# design 1

==> design_1/pinout.png <==
Scale: 6 px per um. Pins as bars across the die edge, other pins in grey.
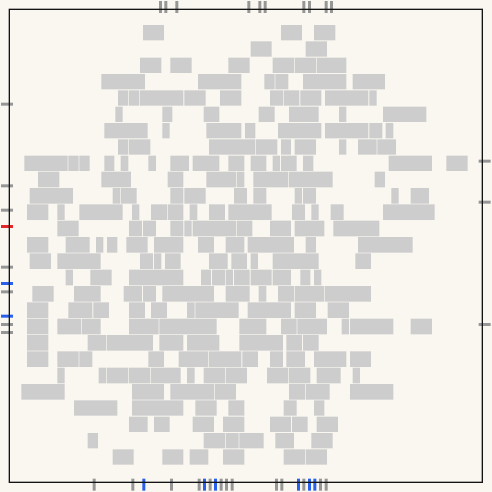

--- config.mk ---
export PLATFORM = sky130hd
export DESIGN_NAME = microseq_addr_reg_flat
export DESIGN_NICKNAME = d
export VERILOG_FILES = /design/src/rtl/microseq_addr_reg_if.sv /design/src/rtl/microseq_addr_reg.sv /design/src/flat_wrapper.sv
export SDC_FILE = /design/constraint.sdc
export NUM_CORES = 1
export LEC_CHECK = 0
export CORE_UTILIZATION = 25
export DETAILED_ROUTE_END_ITERATION = 8
export GPL_TIMING_DRIVEN = 0
export PLACE_DENSITY_LB_ADDON = 0.2
export SETUP_SLACK_MARGIN = 0.3
export SKIP_LAST_GASP = 1
export SYNTH_ARGS = -nofsm -noshare
export SYNTH_HDL_FRONTEND = slang
export SYNTH_SLANG_ARGS = --single-unit
--- constraint.sdc ---
create_clock -name clk -period 1.9 [get_ports clk]
set_clock_uncertainty 0.05 [all_clocks]
set_input_delay 0.19 -clock clk [delete_from_list [all_inputs] [get_ports clk]]
set_output_delay 0.19 -clock clk [all_outputs]
set_load 0.005 [all_outputs]
--- src/rtl/microseq_addr_reg_if.sv ---
// ============================================================================
// Module   : microseq_addr_reg_if
// Brief    : Select, address and handshake bundle of the microsequencer.
// Revision : 1.0 - initial release
// ============================================================================
`default_nettype none

interface microseq_addr_reg_if #(
  parameter int ADDR_W = 8
);
  logic              m0;
  logic              m1;
  logic [ADDR_W-1:0] enc_addr;
  logic [ADDR_W-1:0] pipe_addr;
  logic              mem_req;
  logic              moc;
  logic              call;
  logic              ret;
  logic [ADDR_W-1:0] state;
  logic [ADDR_W-1:0] link;
  logic              stalled;
  logic              mem_err;

  modport master (
    output m0, m1, enc_addr, pipe_addr, mem_req, moc, call, ret,
    input  state, link, stalled, mem_err
  );

  modport slave (
    input  m0, m1, enc_addr, pipe_addr, mem_req, moc, call, ret,
    output state, link, stalled, mem_err
  );
endinterface

`default_nettype wire

--- src/rtl/microseq_addr_reg.sv ---
// ============================================================================
// Module   : microseq_addr_reg
// Brief    : Microprogram address register with MOC stall, one-level link
//            register and a MOC watchdog that traps to an error microstate.
// Revision : 1.0 - initial release
// ============================================================================
`default_nettype none

module microseq_addr_reg #(
  parameter int                ADDR_W      = 8,
  parameter logic [ADDR_W-1:0] RESET_STATE = '0,
  parameter logic [ADDR_W-1:0] FETCH_STATE = ADDR_W'(1),
  parameter logic [ADDR_W-1:0] ERR_STATE   = '1,
  parameter int                TIMEOUT     = 16
) (
  input wire                 clk,
  input wire                 reset,
  microseq_addr_reg_if.slave bus
);

  localparam int              WDOG_W    = $clog2(TIMEOUT + 1);
  localparam logic [WDOG_W-1:0] WDOG_LAST = WDOG_W'(TIMEOUT - 1);
  localparam logic [ADDR_W-1:0] ONE       = ADDR_W'(1);

  logic [ADDR_W-1:0] state_q, state_d;
  logic [ADDR_W-1:0] incr_q,  incr_d;
  logic [ADDR_W-1:0] link_q,  link_d;
  logic [WDOG_W-1:0] wdog_q,  wdog_d;
  logic              mem_err_q, mem_err_d;

  logic [1:0]        sel;
  logic              adv;
  logic [ADDR_W-1:0] next_addr;

  assign sel = {bus.m1, bus.m0};
  assign adv = ~bus.mem_req | bus.moc;

  always_comb begin
    next_addr = incr_q;
    if (bus.ret) begin
      next_addr = link_q;
    end else begin
      case (sel)
        2'b00:   next_addr = bus.enc_addr;
        2'b01:   next_addr = FETCH_STATE;
        2'b10:   next_addr = bus.pipe_addr;
        default: next_addr = incr_q;
      endcase
    end
  end

  always_comb begin
    state_d   = state_q;
    incr_d    = incr_q;
    link_d    = link_q;
    wdog_d    = wdog_q;
    mem_err_d = 1'b0;
    if (adv) begin
      state_d = next_addr;
      incr_d  = next_addr + ONE;
      wdog_d  = '0;
      // The link captures the address after the call site, not the target.
      if (bus.call && !bus.ret) begin
        link_d = incr_q;
      end
    end else if (wdog_q == WDOG_LAST) begin
      state_d   = ERR_STATE;
      incr_d    = ERR_STATE + ONE;
      wdog_d    = '0;
      mem_err_d = 1'b1;
    end else begin
      wdog_d = wdog_q + WDOG_W'(1);
    end
  end

  always_ff @(posedge clk) begin
    if (reset) begin
      state_q   <= RESET_STATE;
      incr_q    <= RESET_STATE + ONE;
      link_q    <= '0;
      wdog_q    <= '0;
      mem_err_q <= 1'b0;
    end else begin
      state_q   <= state_d;
      incr_q    <= incr_d;
      link_q    <= link_d;
      wdog_q    <= wdog_d;
      mem_err_q <= mem_err_d;
    end
  end

  assign bus.state   = state_q;
  assign bus.link    = link_q;
  assign bus.mem_err = mem_err_q;
  assign bus.stalled = bus.mem_req & ~bus.moc & ~reset;

endmodule

`default_nettype wire

--- src/flat_wrapper.sv ---
// flat-port wrapper written by rule: the top's interface ports become plain ports
module microseq_addr_reg_flat 
#(
  parameter int                ADDR_W      = 8,
  parameter logic [ADDR_W-1:0] RESET_STATE = '0,
  parameter logic [ADDR_W-1:0] FETCH_STATE = ADDR_W'(1),
  parameter logic [ADDR_W-1:0] ERR_STATE   = '1,
  parameter int                TIMEOUT     = 16
)
  (clk, reset, bus_m0, bus_m1, bus_enc_addr, bus_pipe_addr, bus_mem_req, bus_moc, bus_call, bus_ret, bus_state, bus_link, bus_stalled, bus_mem_err);
  microseq_addr_reg_if #(.ADDR_W(ADDR_W)) bus_i ();
  input wire clk;
  input wire reset;
  input wire logic [$bits(bus_i.m0)-1:0] bus_m0;
  input wire logic [$bits(bus_i.m1)-1:0] bus_m1;
  input wire logic [$bits(bus_i.enc_addr)-1:0] bus_enc_addr;
  input wire logic [$bits(bus_i.pipe_addr)-1:0] bus_pipe_addr;
  input wire logic [$bits(bus_i.mem_req)-1:0] bus_mem_req;
  input wire logic [$bits(bus_i.moc)-1:0] bus_moc;
  input wire logic [$bits(bus_i.call)-1:0] bus_call;
  input wire logic [$bits(bus_i.ret)-1:0] bus_ret;
  output wire logic [$bits(bus_i.state)-1:0] bus_state;
  output wire logic [$bits(bus_i.link)-1:0] bus_link;
  output wire logic [$bits(bus_i.stalled)-1:0] bus_stalled;
  output wire logic [$bits(bus_i.mem_err)-1:0] bus_mem_err;
  assign bus_i.m0 = bus_m0;
  assign bus_i.m1 = bus_m1;
  assign bus_i.enc_addr = bus_enc_addr;
  assign bus_i.pipe_addr = bus_pipe_addr;
  assign bus_i.mem_req = bus_mem_req;
  assign bus_i.moc = bus_moc;
  assign bus_i.call = bus_call;
  assign bus_i.ret = bus_ret;
  assign bus_state = bus_i.state;
  assign bus_link = bus_i.link;
  assign bus_stalled = bus_i.stalled;
  assign bus_mem_err = bus_i.mem_err;
  microseq_addr_reg #(.ADDR_W(ADDR_W), .RESET_STATE(RESET_STATE), .FETCH_STATE(FETCH_STATE), .ERR_STATE(ERR_STATE), .TIMEOUT(TIMEOUT)) u_core (.clk(clk), .reset(reset), .bus(bus_i));
endmodule
# design 2

$ cat config.mk
export PLATFORM = sky130hd
export DESIGN_NAME = quad_decoder_flat
export DESIGN_NICKNAME = d
export VERILOG_FILES = /design/src/rtl/quad_decoder_pkg.sv /design/src/rtl/quad_decoder_if.sv /design/src/rtl/quad_decoder_filter.sv /design/src/rtl/quad_decoder.sv /design/src/flat_wrapper.sv
export SDC_FILE = /design/constraint.sdc
export NUM_CORES = 1
export LEC_CHECK = 0
export ABC_AREA = 1
export CAP_MARGIN = 5
export CORE_MARGIN = 2
export CORE_UTILIZATION = 52
export CTS_CLUSTER_SIZE = 10
export DETAILED_ROUTE_END_ITERATION = 10
export GPL_TIMING_DRIVEN = 1
export PLACE_DENSITY = 0.75
export SLEW_MARGIN = 0
export SYNTH_ARGS = -nofsm -noshare
export SYNTH_HDL_FRONTEND = slang
export SYNTH_SLANG_ARGS = --single-unit
export TNS_END_PERCENT = 50
$ cat constraint.sdc
create_clock -name clk -period 1.3 [get_ports clk]
set_input_delay 0.195 -clock clk [delete_from_list [all_inputs] [get_ports clk]]
set_output_delay 0.195 -clock clk [all_outputs]
set_load 0.05 [all_outputs]
$ cat src/rtl/quad_decoder_pkg.sv
// rtl/quad_decoder_pkg.sv - shared types, direction codes and Gray-step decode for the quadrature decoder
package quad_pkg;

  typedef enum logic {
    ST_INIT,
    ST_RUN
  } state_t;

  localparam logic DIR_UP   = 1'b0;
  localparam logic DIR_DOWN = 1'b1;

  // Forward Gray order {A,B}: 00 -> 01 -> 11 -> 10 -> 00
  function automatic logic next_is_up(input logic [1:0] prev, input logic [1:0] cur);
    case (prev)
      2'b00:   return (cur == 2'b01);
      2'b01:   return (cur == 2'b11);
      2'b11:   return (cur == 2'b10);
      default: return (cur == 2'b00);
    endcase
  endfunction

  function automatic logic next_is_down(input logic [1:0] prev, input logic [1:0] cur);
    case (prev)
      2'b00:   return (cur == 2'b10);
      2'b10:   return (cur == 2'b11);
      2'b11:   return (cur == 2'b01);
      default: return (cur == 2'b00);
    endcase
  endfunction

endpackage

$ cat src/rtl/quad_decoder_if.sv
// rtl/quad_decoder_if.sv - encoder pins in, counter E/D commands and status out
interface quad_decoder_if;
  logic       a_in;
  logic       b_in;
  logic       clr_err;
  logic       E;
  logic       D;
  logic       err;
  logic [1:0] phase;

  modport master (
    output a_in, b_in, clr_err,
    input  E, D, err, phase
  );

  modport slave (
    input  a_in, b_in, clr_err,
    output E, D, err, phase
  );
endinterface

$ cat src/rtl/quad_decoder_filter.sv
// rtl/quad_decoder_filter.sv - synchroniser chain plus mismatch-count glitch filter for one encoder phase
module quad_filter #(
  parameter int SYNC_STAGES = 2,
  parameter int FILTER_LEN  = 3
) (
  input  logic clk,
  input  logic rst,
  input  logic i_raw,
  output logic o_filt
);

  localparam int CW = $clog2(FILTER_LEN + 1);
  localparam logic [CW-1:0] CNT_LAST = CW'(FILTER_LEN - 1);

  logic [SYNC_STAGES-1:0] r_sync;
  logic [CW-1:0]          r_cnt;
  logic                   r_filt;
  logic                   w_synced;

  assign w_synced = r_sync[SYNC_STAGES-1];
  assign o_filt   = r_filt;

  always_ff @(posedge clk or posedge rst) begin
    if (rst) begin
      r_sync <= '0;
    end else begin
      r_sync <= {r_sync[SYNC_STAGES-2:0], i_raw};
    end
  end

  // The flip happens on the cycle the count would reach FILTER_LEN, so a
  // level held FILTER_LEN cycles passes and anything shorter is dropped.
  always_ff @(posedge clk or posedge rst) begin
    if (rst) begin
      r_cnt  <= '0;
      r_filt <= 1'b0;
    end else if (w_synced == r_filt) begin
      r_cnt <= '0;
    end else if (r_cnt == CNT_LAST) begin
      r_cnt  <= '0;
      r_filt <= ~r_filt;
    end else begin
      r_cnt <= r_cnt + CW'(1);
    end
  end

endmodule

$ cat src/rtl/quad_decoder.sv
// rtl/quad_decoder.sv - filtered A/B phases decoded into one-cycle E/D count commands with sticky err
module quad_decoder
  import quad_pkg::*;
#(
  parameter int SYNC_STAGES = 2,
  parameter int FILTER_LEN  = 3
) (
  input  logic          clk,
  input  logic          rst,
  quad_decoder_if.slave bus
);

  localparam int INIT_CYC = SYNC_STAGES + FILTER_LEN;
  localparam int IW       = $clog2(INIT_CYC + 1);
  localparam logic [IW-1:0] INIT_LAST = IW'(INIT_CYC);

  logic          w_a_filt;
  logic          w_b_filt;
  logic [1:0]    w_phase;
  state_t        r_state;
  state_t        w_state_nxt;
  logic [IW-1:0] r_init_cnt;
  logic [IW-1:0] w_init_cnt_nxt;
  logic [1:0]    r_phase;
  logic [1:0]    r_prev;
  logic [1:0]    w_prev_nxt;
  logic          r_e;
  logic          r_d;
  logic          r_err;
  logic          w_e_nxt;
  logic          w_d_nxt;
  logic          w_err_nxt;

  quad_filter #(
    .SYNC_STAGES (SYNC_STAGES),
    .FILTER_LEN  (FILTER_LEN)
  ) u_filt_a (
    .clk    (clk),
    .rst    (rst),
    .i_raw  (bus.a_in),
    .o_filt (w_a_filt)
  );

  quad_filter #(
    .SYNC_STAGES (SYNC_STAGES),
    .FILTER_LEN  (FILTER_LEN)
  ) u_filt_b (
    .clk    (clk),
    .rst    (rst),
    .i_raw  (bus.b_in),
    .o_filt (w_b_filt)
  );

  assign w_phase = {w_a_filt, w_b_filt};

  always_ff @(posedge clk or posedge rst) begin
    if (rst) begin
      r_state    <= ST_INIT;
      r_init_cnt <= '0;
      r_phase    <= 2'b00;
      r_prev     <= 2'b00;
      r_e        <= 1'b0;
      r_d        <= DIR_UP;
      r_err      <= 1'b0;
    end else begin
      r_state    <= w_state_nxt;
      r_init_cnt <= w_init_cnt_nxt;
      r_phase    <= w_phase;
      r_prev     <= w_prev_nxt;
      r_e        <= w_e_nxt;
      r_d        <= w_d_nxt;
      r_err      <= w_err_nxt;
    end
  end

  // INIT exits on the same edge r_phase captures w_phase, so prev and
  // r_phase agree on the first RUN cycle and the start-up level is adopted.
  always_comb begin
    w_state_nxt    = r_state;
    w_init_cnt_nxt = r_init_cnt;
    w_prev_nxt     = r_prev;
    w_e_nxt        = 1'b0;
    w_d_nxt        = r_d;
    w_err_nxt      = r_err;
    case (r_state)
      ST_INIT: begin
        if (r_init_cnt == INIT_LAST) begin
          w_prev_nxt  = w_phase;
          w_state_nxt = ST_RUN;
        end else begin
          w_init_cnt_nxt = r_init_cnt + IW'(1);
        end
      end
      ST_RUN: begin
        w_prev_nxt = r_phase;
        if (next_is_up(r_prev, r_phase)) begin
          w_e_nxt = 1'b1;
          w_d_nxt = DIR_UP;
        end else if (next_is_down(r_prev, r_phase)) begin
          w_e_nxt = 1'b1;
          w_d_nxt = DIR_DOWN;
        end
        if ((r_prev ^ r_phase) == 2'b11) begin
          w_err_nxt = 1'b1;
        end else if (bus.clr_err) begin
          w_err_nxt = 1'b0;
        end
      end
      default: w_state_nxt = ST_INIT;
    endcase
  end

  assign bus.E     = r_e;
  assign bus.D     = r_d;
  assign bus.err   = r_err;
  assign bus.phase = r_phase;

endmodule
$ cat src/flat_wrapper.sv
// flat-port wrapper written by rule: the top's interface ports become plain ports
module quad_decoder_flat import quad_pkg::*;
#(
  parameter int SYNC_STAGES = 2,
  parameter int FILTER_LEN  = 3
)
  (clk, rst, bus_a_in, bus_b_in, bus_clr_err, bus_E, bus_D, bus_err, bus_phase);
  quad_decoder_if bus_i ();
  input  logic clk;
  input  logic rst;
  input wire logic [$bits(bus_i.a_in)-1:0] bus_a_in;
  input wire logic [$bits(bus_i.b_in)-1:0] bus_b_in;
  input wire logic [$bits(bus_i.clr_err)-1:0] bus_clr_err;
  output wire logic [$bits(bus_i.E)-1:0] bus_E;
  output wire logic [$bits(bus_i.D)-1:0] bus_D;
  output wire logic [$bits(bus_i.err)-1:0] bus_err;
  output wire logic [$bits(bus_i.phase)-1:0] bus_phase;
  assign bus_i.a_in = bus_a_in;
  assign bus_i.b_in = bus_b_in;
  assign bus_i.clr_err = bus_clr_err;
  assign bus_E = bus_i.E;
  assign bus_D = bus_i.D;
  assign bus_err = bus_i.err;
  assign bus_phase = bus_i.phase;
  quad_decoder #(.SYNC_STAGES(SYNC_STAGES), .FILTER_LEN(FILTER_LEN)) u_core (.clk(clk), .rst(rst), .bus(bus_i));
endmodule
# design 3

$ cat config.mk
export PLATFORM = sky130hd
export DESIGN_NAME = mac_video_gen
export DESIGN_NICKNAME = d
export VERILOG_FILES = /design/src/rtl/mac_video_gen.sv
export SDC_FILE = /design/constraint.sdc
export NUM_CORES = 1
export LEC_CHECK = 0
export CORE_MARGIN = 2
export CORE_UTILIZATION = 50
export DETAILED_ROUTE_END_ITERATION = 8
export GPL_TIMING_DRIVEN = 0
export PLACE_DENSITY = 0.72
export SETUP_SLACK_MARGIN = 0.4
export SLEW_MARGIN = 20
export SYNTH_ARGS = -nofsm -noshare
export SYNTH_HDL_FRONTEND = slang
export SYNTH_SLANG_ARGS = --single-unit
$ cat constraint.sdc
create_clock -name i_clk -period 4.7 [get_ports i_clk]
set_input_delay 0.47 -clock i_clk [delete_from_list [all_inputs] [get_ports i_clk]]
set_output_delay 0.47 -clock i_clk [all_outputs]
set_load 0.02 [all_outputs]
$ cat src/rtl/mac_video_gen.sv
// mac_video_gen: compact-Macintosh style video timing generator.
//   Walks an hc/vc raster one step per i_pix_stb, fetches one framebuffer bit
//   per active pixel and emits HSYNC/VSYNC/VIDEO with a fixed two-clock
//   latency from the strobe edge.
// Ports:
//   i_clk, i_rst      clock, synchronous active-high reset
//   i_pix_stb         one-clock strobe per emulated pixel period
//   i_fb_data         framebuffer bit (1 = white), valid one clock after o_fb_re
//   o_fb_addr/o_fb_re framebuffer read port, address = {y, x}
//   o_hsync/o_vsync   active-low syncs
//   o_video           1 = black pixel, 0 in blanking
//   o_active          o_video carries an active pixel
//   o_frame           single-clock pulse on the first pixel of each frame
module mac_video_gen #(
  parameter int H_RES    = 512,
  parameter int H_TOTAL  = 704,
  parameter int H_SYNC   = 288,
  parameter int H_START  = 177,
  parameter int V_RES    = 342,
  parameter int V_TOTAL  = 370,
  parameter int V_SYNC   = 4,
  parameter int V_START  = 8,
  parameter int FB_ADDRW = 18
) (
  input  logic                i_clk,
  input  logic                i_rst,
  input  logic                i_pix_stb,
  input  logic                i_fb_data,
  output logic [FB_ADDRW-1:0] o_fb_addr,
  output logic                o_fb_re,
  output logic                o_hsync,
  output logic                o_vsync,
  output logic                o_video,
  output logic                o_active,
  output logic                o_frame
);

  // +1 so that end-of-region bounds equal to the total still fit
  localparam int HCW = $clog2(H_TOTAL + 1);
  localparam int VCW = $clog2(V_TOTAL + 1);
  localparam int XW  = FB_ADDRW / 2;

  localparam logic [HCW-1:0] H_LAST  = HCW'(H_TOTAL - 1);
  localparam logic [HCW-1:0] H_SYN_C = HCW'(H_SYNC);
  localparam logic [HCW-1:0] H_BEG_C = HCW'(H_START);
  localparam logic [HCW-1:0] H_END_C = HCW'(H_START + H_RES);
  localparam logic [VCW-1:0] V_LAST  = VCW'(V_TOTAL - 1);
  localparam logic [VCW-1:0] V_SYN_C = VCW'(V_SYNC);
  localparam logic [VCW-1:0] V_BEG_C = VCW'(V_SYNC + V_START);
  localparam logic [VCW-1:0] V_END_C = VCW'(V_SYNC + V_START + V_RES);

  if (H_START + H_RES > H_TOTAL || H_SYNC >= H_TOTAL ||
      V_SYNC + V_START + V_RES > V_TOTAL) begin : g_param_err
    $error("mac_video_gen: inconsistent timing parameters");
  end

  logic [HCW-1:0]      hc_q, hc_d;
  logic [VCW-1:0]      vc_q, vc_d;
  // stage 1: flags of the pixel strobed on the previous edge
  logic                stb1_q, stb1_d;
  logic                hs1_q, hs1_d;    // 1 = hsync asserted (low)
  logic                vs1_q, vs1_d;
  logic                act1_q, act1_d;
  logic                frm1_q, frm1_d;
  logic [FB_ADDRW-1:0] addr_q, addr_d;
  logic                re_q, re_d;
  // stage 2: visible outputs
  logic                hsync_q, hsync_d;
  logic                vsync_q, vsync_d;
  logic                video_q, video_d;
  logic                active_q, active_d;
  logic                frame_q, frame_d;

  logic                pos_act;
  logic [XW-1:0]       x_pos, y_pos;

  always_comb begin
    pos_act = (hc_q >= H_BEG_C) && (hc_q < H_END_C) &&
              (vc_q >= V_BEG_C) && (vc_q < V_END_C);
    x_pos   = XW'(hc_q - H_BEG_C);
    y_pos   = XW'(vc_q - V_BEG_C);

    hc_d     = hc_q;
    vc_d     = vc_q;
    stb1_d   = i_pix_stb;
    hs1_d    = hs1_q;
    vs1_d    = vs1_q;
    act1_d   = act1_q;
    frm1_d   = frm1_q;
    addr_d   = addr_q;
    re_d     = 1'b0;

    if (i_pix_stb) begin
      hs1_d  = hc_q < H_SYN_C;
      vs1_d  = vc_q < V_SYN_C;
      act1_d = pos_act;
      frm1_d = (hc_q == '0) && (vc_q == '0);
      if (pos_act) begin
        addr_d = FB_ADDRW'({y_pos, x_pos});
        re_d   = 1'b1;
      end
      if (hc_q == H_LAST) begin
        hc_d = '0;
        vc_d = (vc_q == V_LAST) ? '0 : vc_q + 1'b1;
      end else begin
        hc_d = hc_q + 1'b1;
      end
    end

    // Outputs only move on the clock after a strobe, so they hold between
    // strobes; the frame pulse is the one exception and lasts a single clock.
    hsync_d  = hsync_q;
    vsync_d  = vsync_q;
    video_d  = video_q;
    active_d = active_q;
    frame_d  = stb1_q & frm1_q;
    if (stb1_q) begin
      hsync_d  = ~hs1_q;
      vsync_d  = ~vs1_q;
      active_d = act1_q;
      video_d  = act1_q & ~i_fb_data;
    end
  end

  always_ff @(posedge i_clk) begin
    if (i_rst) begin
      hc_q     <= '0;
      vc_q     <= '0;
      stb1_q   <= 1'b0;
      hs1_q    <= 1'b0;
      vs1_q    <= 1'b0;
      act1_q   <= 1'b0;
      frm1_q   <= 1'b0;
      addr_q   <= '0;
      re_q     <= 1'b0;
      hsync_q  <= 1'b1;
      vsync_q  <= 1'b1;
      video_q  <= 1'b0;
      active_q <= 1'b0;
      frame_q  <= 1'b0;
    end else begin
      hc_q     <= hc_d;
      vc_q     <= vc_d;
      stb1_q   <= stb1_d;
      hs1_q    <= hs1_d;
      vs1_q    <= vs1_d;
      act1_q   <= act1_d;
      frm1_q   <= frm1_d;
      addr_q   <= addr_d;
      re_q     <= re_d;
      hsync_q  <= hsync_d;
      vsync_q  <= vsync_d;
      video_q  <= video_d;
      active_q <= active_d;
      frame_q  <= frame_d;
    end
  end

  assign o_fb_addr = addr_q;
  assign o_fb_re   = re_q;
  assign o_hsync   = hsync_q;
  assign o_vsync   = vsync_q;
  assign o_video   = video_q;
  assign o_active  = active_q;
  assign o_frame   = frame_q;

endmodule

# design 4

==> src/rtl/fe_de_instr_buffer.sv <==
// Fetch-to-decode PC/instruction FIFO with valid/ready handshakes and single-cycle flush.
// Optional macro FE_DE_BUBBLE_NOP_EN: empty buffer presents addi x0,x0,0 and a clear misaligned flag.
module fe_de_instr_buffer #(
   parameter int DEPTH = 2,
   parameter int XLEN  = 32
) (
   input  logic            clk,
   input  logic            rst,
   input  logic            flush,
   input  logic            fe_valid,
   input  logic [XLEN-1:0] fe_pc,
   input  logic [XLEN-1:0] fe_instr,
   output logic            fe_ready,
   output logic            de_valid,
   output logic [XLEN-1:0] de_pc,
   output logic [XLEN-1:0] de_pc_plus4,
   output logic [XLEN-1:0] de_instr,
   output logic            de_misaligned,
   input  logic            de_ready
);

   localparam int CW = $clog2(DEPTH + 1);
   localparam int PW = $clog2(DEPTH);
   localparam logic [PW-1:0] LAST_PTR   = PW'(DEPTH - 1);
   localparam logic [CW-1:0] FULL_COUNT = CW'(DEPTH);
`ifdef FE_DE_BUBBLE_NOP_EN
   localparam logic [XLEN-1:0] BUBBLE_INSTR = XLEN'(32'h0000_0013);
`else
   localparam logic [XLEN-1:0] BUBBLE_INSTR = '0;
`endif

   logic [CW-1:0]   count_reg, count_next;
   logic [PW-1:0]   rd_ptr_reg, rd_ptr_next;
   logic [PW-1:0]   wr_ptr_reg, wr_ptr_next;
   logic [XLEN-1:0] pc_mem_reg    [DEPTH];
   logic [XLEN-1:0] instr_mem_reg [DEPTH];
   logic [XLEN-1:0] head_pc;
   logic [XLEN-1:0] head_instr;
   logic            push;
   logic            pop;

   // Flags come from registered count only, so de_ready never reaches fe_ready.
   assign fe_ready = (count_reg < FULL_COUNT);
   assign de_valid = (count_reg != '0);
   assign push     = fe_valid && fe_ready;
   assign pop      = de_valid && de_ready;

   function automatic logic [PW-1:0] ptr_inc(input logic [PW-1:0] p);
      return (p == LAST_PTR) ? '0 : p + 1'b1;
   endfunction

   always_comb begin
      count_next  = count_reg;
      rd_ptr_next = rd_ptr_reg;
      wr_ptr_next = wr_ptr_reg;
      if (flush) begin
         count_next  = '0;
         rd_ptr_next = '0;
         wr_ptr_next = '0;
      end else begin
         if (push) wr_ptr_next = ptr_inc(wr_ptr_reg);
         if (pop)  rd_ptr_next = ptr_inc(rd_ptr_reg);
         case ({push, pop})
            2'b10:   count_next = count_reg + 1'b1;
            2'b01:   count_next = count_reg - 1'b1;
            default: count_next = count_reg;
         endcase
      end
   end

   always_ff @(posedge clk or negedge rst) begin
      if (!rst) begin
         count_reg  <= '0;
         rd_ptr_reg <= '0;
         wr_ptr_reg <= '0;
      end else begin
         count_reg  <= count_next;
         rd_ptr_reg <= rd_ptr_next;
         wr_ptr_reg <= wr_ptr_next;
      end
   end

   // Storage is cleared by reset so the head outputs read zero straight after reset.
   generate
      for (genvar gi = 0; gi < DEPTH; gi++) begin : g_entry
         always_ff @(posedge clk or negedge rst) begin
            if (!rst) begin
               pc_mem_reg[gi]    <= '0;
               instr_mem_reg[gi] <= '0;
            end else if (push && !flush && (wr_ptr_reg == PW'(gi))) begin
               pc_mem_reg[gi]    <= fe_pc;
               instr_mem_reg[gi] <= fe_instr;
            end
         end
      end
   endgenerate

   assign head_pc     = pc_mem_reg[rd_ptr_reg];
   assign head_instr  = instr_mem_reg[rd_ptr_reg];
   assign de_pc       = head_pc;
   assign de_pc_plus4 = head_pc + XLEN'(4);
   assign de_instr    = de_valid ? head_instr : BUBBLE_INSTR;

`ifdef FE_DE_BUBBLE_NOP_EN
   assign de_misaligned = de_valid && (head_pc[1:0] != 2'b00);
`else
   assign de_misaligned = (head_pc[1:0] != 2'b00);
`endif

endmodule

==> config.mk <==
export PLATFORM = sky130hd
export DESIGN_NAME = fe_de_instr_buffer
export DESIGN_NICKNAME = d
export VERILOG_FILES = /design/src/rtl/fe_de_instr_buffer.sv
export SDC_FILE = /design/constraint.sdc
export NUM_CORES = 1
export LEC_CHECK = 0
export CAP_MARGIN = 30
export CORE_MARGIN = 4
export CORE_UTILIZATION = 45
export CTS_BUF_LIST = sky130_fd_sc_hd__clkbuf_2
export CTS_CLUSTER_DIAMETER = 60
export DETAILED_ROUTE_END_ITERATION = 10
export PLACE_DENSITY = 0.77
export SYNTH_ARGS = -nofsm -noshare
export SYNTH_HDL_FRONTEND = slang
export SYNTH_SLANG_ARGS = --single-unit
==> constraint.sdc <==
create_clock -name clk -period 3.13 [get_ports clk]
set_input_delay 0.313 -clock clk [delete_from_list [all_inputs] [get_ports clk]]
set_output_delay 0.313 -clock clk [all_outputs]
set_load 0.05 [all_outputs]
==> design_3/placed.png <==
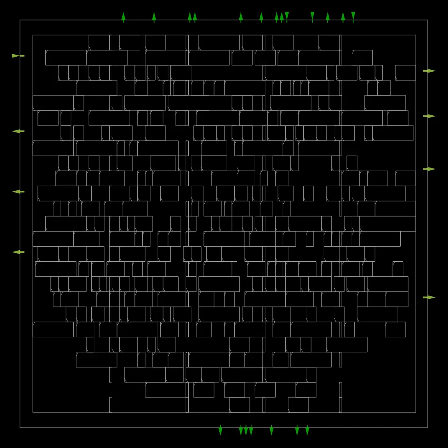
Core Area: 0.00469 sq mm
registers: 48

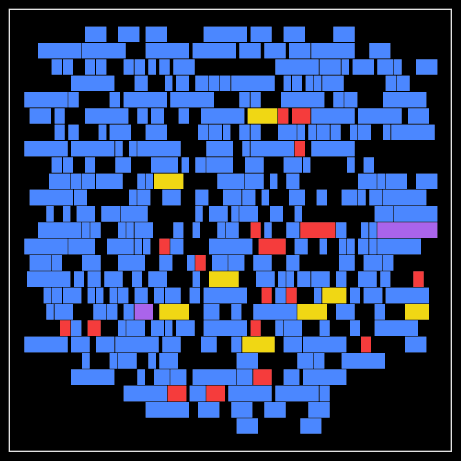
(design_3/sizing.png)
Scale: 6 px per um.
- x1 and smaller: blue (cells 286; share 91%; most used dfxtp_1)
- x2: red (cells 18; share 5.7%; most used buf_2)
- x6 and larger: yellow (cells 8; share 2.5%; most used clkbuf_8)
- x3 and x4: purple (cells 2; share 0.64%)

==> qor.yml, design 3 <==
status: "complete, no violations"
chipArea_sq_mm: 0.00539
hold_viol_final: 0
antenna_found_initial: 0
clock_path_buffers: 2
clk_pin_slew_ns: 0.09
ys.flop_type: "dfxtp_1"
gr-total-overflow: 0
slew_violations: 0
yosysMostFrequentCell: "dfxtp_1"
drive_gt1_share_pct: 8.92
synth_top_area_share_pct: 39.9
max_stage_delay_ns: 0.45
cpLargestDelayFamily: "AND-OR/OR-AND gates"
cp.arrival_ns: 2.51
grt_max_degree: 16
warning_count: 32
ir_drop_v: 0.000116
vias_per_cell: 5.60
regToRegEndpoint: "o_fb_addr[6]"
cp_num_buf_inv: 2
layout.nets: 326
vias: 2061
worstSetupPathDepth: 8
syn_avg_cell_area_sq_um: 8.64
finalSetupTns_ns: 0
wl_met3_um: 184
clock-sinks: 48
total_power_w: 0.000699
synthArstFlopShare_pct: 0
rows: 25
finalWirelength_mm: 5.38
crit_chain: "inv_1, ha_1, nor4b_1, o311ai_2, nand4_1, clkbuf_2, a2111oi_0, a31o_2"
area_growth_pct: 17.7
mostFrequentLayoutCell: "dfxtp_1"
cts-root-buf: "clkbuf_8"
crit_path_end_kind: "flop"
hp-class: "flop to flop"
power_leakage_nw: 0.993
grt_pass1_wl_mm: 9.38
startpoint: "hc_q[0]"
m1WireLength_mm: 2.58
met1_usage_pct: 30.6
synth_cell_types: 47
dpl.cell_count: 360
synth_area_sq_mm: 0.00241
reg2reg_from: "hc_q[0]"
die_width_um: 73.4
cts_buffers: 5
dp_hpwl_mm: 3.98
groute.usage.overall_pct: 22.4
postCtsSetupRepairBufs: 0
design 3: state kept, by name (all words and copies together) (netlist names):
name       count
o_fb_re        1
hc_q          10
o_fb_addr     18
o_vsync        1
o_video        1
vs1_q          1
o_active       1
frm1_q         1
o_frame        1
stb1_q         1
vc_q           9
act1_q         1
o_hsync        1
hs1_q          1
design 3: logic make-up (layout without fill, tap and decap cells):
group,Yosys count,after routing,synth area share [%]
and+or+nand+nor,109,109,24.6
AOI/OAI and AO/OA,55,55,14.3
DFF,48,48,39.9
buffers and inverters,30,65,6.23
xor gates and xnor gates,24,24,8.72
adders and majority gates,9,9,4.67
muxes,4,4,1.66
design 3: layout make-up:
class / instances / share of cell area, %
tap: 54 / 2.38
multi-input combinational: 201 / 45.8
buffer: 21 / 4.10
clock inverter: 3 / 0.662
timing repair buffer: 27 / 9.53
inverter: 9 / 1.19
sequential: 48 / 33.9
clock buffer: 5 / 2.43
design 3: power breakdown:
part	total [W]	leakage (nW)	switching (W)	internal [W]
sequential	0.000414	0.388	0.00000351	0.000411
combinational	0.0000408	0.557	0.0000246	0.0000162
clock	0.000243	0.0479	0.000140	0.000104
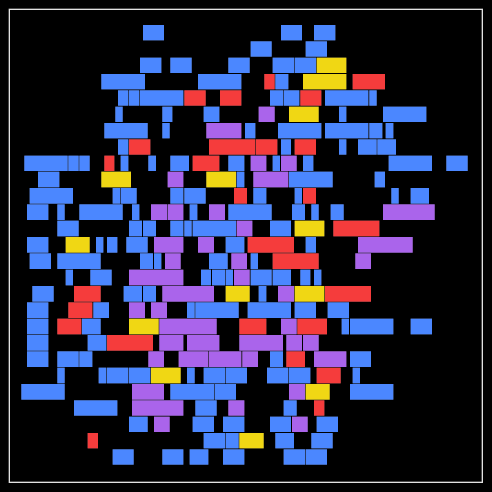
(design_1/sizing.png)
Scale: 6 px per um.
- x6 and larger: yellow (cells 13; share 5.6%; most used clkbuf_8)
- x1 and smaller: blue (cells 153; share 65%; most used clkdlybuf4s50_1)
- x3 and x4: purple (cells 41; share 18%; most used buf_4)
- x2: red (cells 27; share 12%)

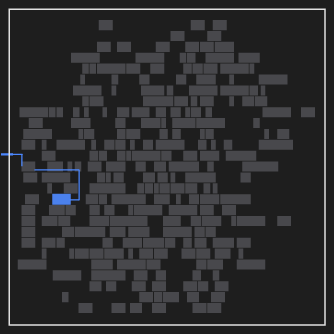
(design_1/port_trees.png)
Scale: 4 px per um.
- bus_call: blue (bits 1; direction input; edge left; end cells 1; buffers 1; wire 26.2 um)

About design_1/pinout.png:
- bus_call: red (pins 1; direction input; edge left)
- bus_pipe_addr: blue (pins 8; direction input; edge 6 bottom, 2 left)

==> qor.yml, design 1 <==
top_layer: "met4"
total_power_w: 0.00156
wl_met3_um: 142
lay_top_cells: "34 x clkdlybuf4s50_1, 23 x dfxtp_1, 22 x buf_4"
max_clock_freq_mhz: 577
grt_pass1_vias: 1482
synthTopCellsByCount: "30 x dfxtp_1, 22 x nor2_1, 13 x nor3_1, 9 x mux2i_1, 8 x nand2_1"
yosys_cells: 161
synth_flops: 30
crit_chain: "mux2_4, a221o_1, ha_4, and3_1, a221o_1"
xor_share_pct: 2.99
cpLargestDelayFamily: "AND-OR/OR-AND gates"
status: "complete, no violations"
crit_path_end_kind: "flop"
top_cells_by_area: "dfxtp_1 41%, mux2i_1 6.1%, nor2_1 5.6%, nor3_1 4.4%, mux2_2 3.8%"
grt.busiest_layer: "met2"
fa_ha_area_share_pct: 2.56
seqPwrFrac_pct: 43.5
hold_path.startpoint: "u_core.wdog_q[0]"
min_period_over_period_pct: 91.2
gp_congestion: 0.701
endpoint: "u_core.incr_q[6]"
synth_area_sq_mm: 0.00147
critPathKind: "flop to flop"
==> design 1: cell type report <==
type | count | area (sq um) | area share (%)
Sequential cell | 30 | 612 | 24.6
Timing Repair Buffer | 65 | 592 | 23.8
Buffer | 10 | 85.1 | 3.42
Clock buffer | 6 | 82.6 | 3.32
Multi-Input combinational cell | 119 | 1000 | 40.3
Inverter | 2 | 11.3 | 0.453
Clock inverter | 2 | 12.5 | 0.503
Tap cell | 72 | 90.1 | 3.62
==> design 1: power groups by stage <==
stage	registers (W)	logic, W	clock network [W]
final	0.000677	0.000330	0.000550
after global routing	0.000681	0.000357	0.000590
after CTS	0.000676	0.000303	0.000559
after detailed placement	0.000690	0.000242	0
after global placement	0.000690	0.000242	0
after floorplan	0.000685	0.000127	0
==> design 1: metrics by stage <==
stage	setup TNS, ns	cells	utilization (%)	setup slack (ns)	cell area (sq um)
final	0	306	44.6	0.167	2490
after global routing	0	306	44.6	0.119	2490
after CTS	0	301	42.3	0.179	2360
after detailed placement	-8.61	274	35.8	-0.795	1990
after global placement	-8.62	274	35.8	-0.758	1990
after floorplan	0	161	-	0.0601	1490
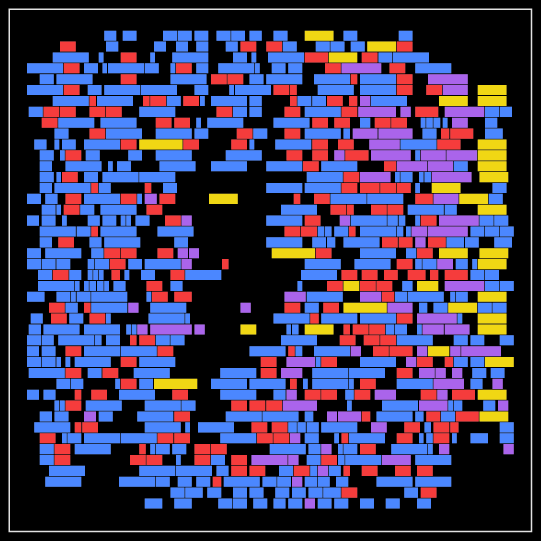
(design_4/sizing.png)
Scale: 4 px per um.
- x2: red (cells 200; share 27%; most used mux2_2)
- x3 and x4: purple (cells 75; share 10%; most used buf_4)
- x1 and smaller: blue (cells 423; share 58%; most used dfrtp_1)
- x6 and larger: yellow (cells 33; share 4.5%; most used buf_12)

==> qor.yml, design 4 <==
reg2reg_slack_ns: 1.14
comb-power_w: 0.00327
dpl.cell_count: 862
hp-class: "input port to flop"
fill_cells: 1045
yosysMostFrequentCell: "mux2_2"
grt_pass1_wl_mm: 27.2
grt_pass1_vias: 5382
power_leakage_nw: 4.24
drc: 0
n_tap_cell: 184
seqPwrFrac_pct: 36.2
hold_path.startpoint: "fe_pc[2]"
regToRegEndpoint: "instr_mem_reg[23]"
drive_gt1_share_pct: 42.1
bufAreaShareNonClock_pct: 22.3
numSequentialCells: 132
pin_count: 168
edf_count: 0
final-comb-area_sq_mm: 0.00370
min_period_over_period_pct: 103
fp_nets: 599
violations: "negative setup slack"
p_comb_share_pct: 47.3
clock-sinks: 132
status: "complete, but fails checks"
swShare_pct: 40.7
inverters: 12
nMultiInputCombCells: 356
worst_slack_ns: -0.0905
p_sw_w: 0.00281
yosys_warnings: 0
ys_seq_share_pct: 49.2
buffers_excl_clock: 199
core_area_sq_mm: 0.0146
rows: 44
vias: 4896
regArea_sq_mm: 0.00331
final-setup-viol-count: 15
cp_max_fo: 21
whs_path_depth: 3
total_power_w: 0.00690
grt_max_degree: 68
synth_top_area_share_pct: 49.2
[design 4: cells in the final DEF, fill, tap and decap left out, types with 5 or more instances in the layout]
master and n:
mux2_2 146, dfrtp_1 131, clkdlybuf4s50_1 95, mux2i_1 39, nor2_1 37, dlygate4sd2_1 35, buf_4 28, buf_12 25
clkbuf_2 17, nand2_1 16, inv_1 11, nand3_1 11, dlymetal6s2s_1 9, xnor2_4 8, xnor2_1 8, nand3_4 6
xor2_1 6, nand2_2 5, xor2_2 5, o21ai_0 5, clkinv_2 5
[design 4: cells by family after synthesis]
logic type	Yosys count	share of synthesized area, %
buf+inv	42	3.52
simple gates	111	8.98
xor+xnor	32	4.17
flops	132	49.2
compound gates	21	2.81
mux	190	31.2
fa+ha+maj	1	0.186
[design 4: worst max-delay path, cell delays in order, from the launching register on]
cell and delay, ns:
dfrtp_4 0.57, buf_4 0.24, nand3b_1 0.24, a21oi_2 0.24
nand3_2 0.20, nor4_4 0.32, xor2_2 0.24, buf_12 0.17
[design 4: layer usage]
metal  up-vias  global-route usage (%)  routed length, um
li1       2242                       -                  -
met1      2464                    26.3               7100
met2       154                    32.5               7960
met3        36                    5.08               1070
met4         0                    9.29                455
met5         -                       0                  0
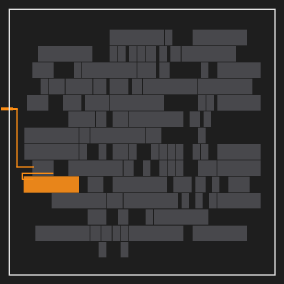
(design_2/port_trees.png)
Scale: 6 px per um.
- bus_b_in: orange (bits 1; direction input; edge left; end cells 1; buffers 1; wire 21.0 um)

==> qor.yml, design 2 <==
drive_gt1_share_pct: 12.9
slew_violations: 0
synth_top_area_share_pct: 63.1
cts_tree: "done"
skew_ns: 0.000497
status: "complete, no violations"
warning_count: 27
rows: 14
regToRegEndpoint: "u_core.r_prev[0]"
vias_per_cell: 5.09
yosys_warnings: 0
rsz0062_at_grt: "no"
n_tap_cell: 16
clock-sinks: 21
crit_path_end_kind: "flop"
fin_crit_ns: 1.15
powerDensity_mw_per_mm2: 2340
yosys-stat-area_sq_um: 833
worst_slack_ns: 0.152
min_period_over_period_pct: 88.3
die_width_um: 44.0
xor_share_pct: 6.31
critPathKind: "flop to flop"
[design 2: where the power goes]
part	internal (W)	switching [W]	leakage (nW)
sequential	0.000853	0.000200	0.240
clock	0.000114	0.000181	0.0177
combinational	0.000483	0.000551	0.269
[design 2: worst max-delay path by stage]
stage	startpoint	end	slack, ns	depth (start not counted)
floorplan	u_core.bus.phase[1]	u_core.bus.D	0.14	5
global placement	u_core.r_init_cnt[0]	u_core.r_prev[0]	0.22	5
detailed placement	u_core.r_init_cnt[0]	u_core.r_prev[0]	0.18	5
CTS	u_core.r_init_cnt[0]	u_core.r_prev[0]	0.15	5
global route	u_core.r_init_cnt[0]	u_core.r_prev[0]	0.08	5
finish	u_core.r_init_cnt[0]	u_core.r_prev[0]	0.15	5
[design 2: synth_stat cells]
cell type  instances
o21ai_0            2
o211ai_1           2
ha_1               2
xnor2_1            4
nor2_1             1
nand2_1           21
nand3_1            3
nand4_1            1
buf_6              1
o21ai_1            2
nor3_1             4
inv_2              1
dfrtp_1           21
inv_1             12
nand2_4            1
xor2_1             2

==> screenshots <==
Gate families picked out.
image #1
Scale: 4 px per um.
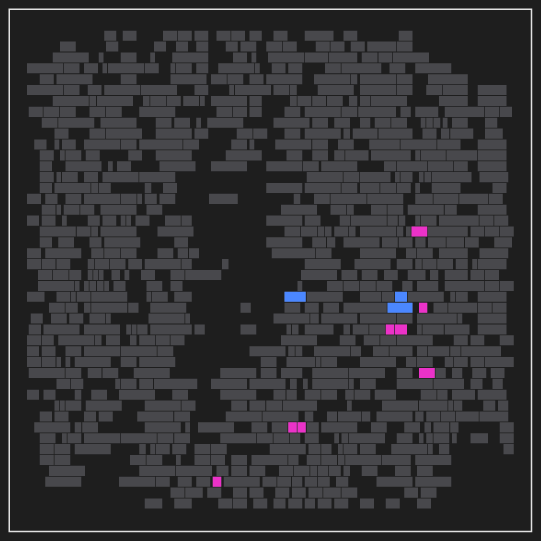
image #2
Scale: 12 px per um.
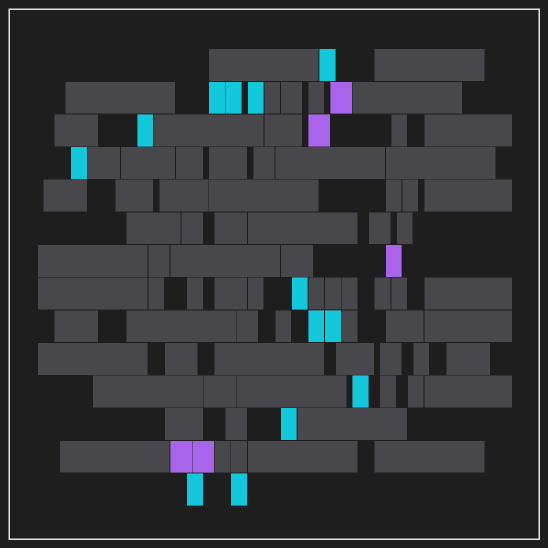
image #3
Scale: 6 px per um.
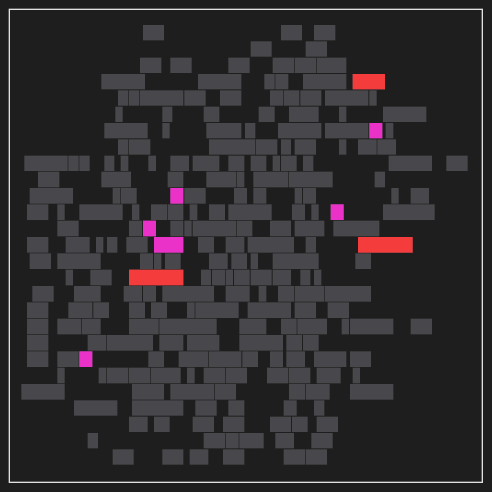
image #4
Scale: 6 px per um.
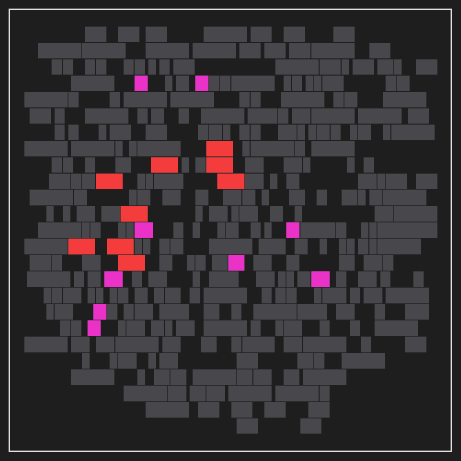
For design 4, see image #1.
For design 2, see image #2.
For design 1, see image #3.
For design 3, see image #4.
Of these, smallest die: image #2
Of these, largest die: image #1

Key to image #4:
- and/or cells: magenta (cells 9)
- fa/ha/maj cells: red (cells 9; most used ha_1)



==> gallery <==
Ports around the boundary.
picture 1
Scale: 4 px per um. Pins as bars across the die edge, other pins in grey.
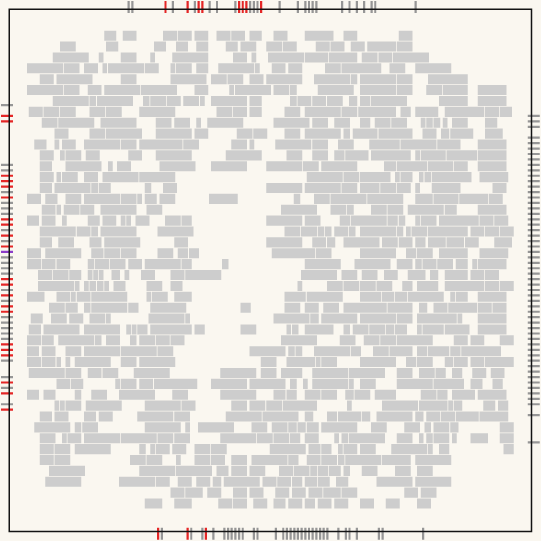
picture 2
Scale: 6 px per um. Pins as bars across the die edge, other pins in grey.
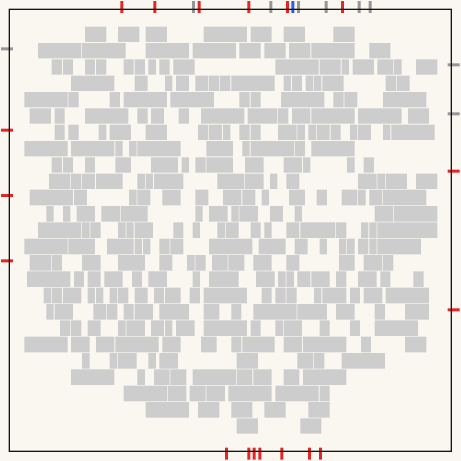
picture 3
Scale: 12 px per um. Pins as bars across the die edge, other pins in grey.
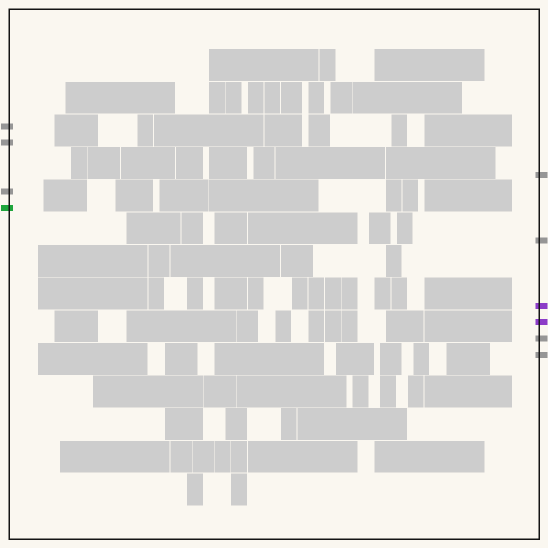
Picture 1 is design 4.
Picture 3 is design 2.
Picture 2 is design 3.
- most pins: picture 1

Power figures rest on the tool's default switching activity, not on a simulated workload.
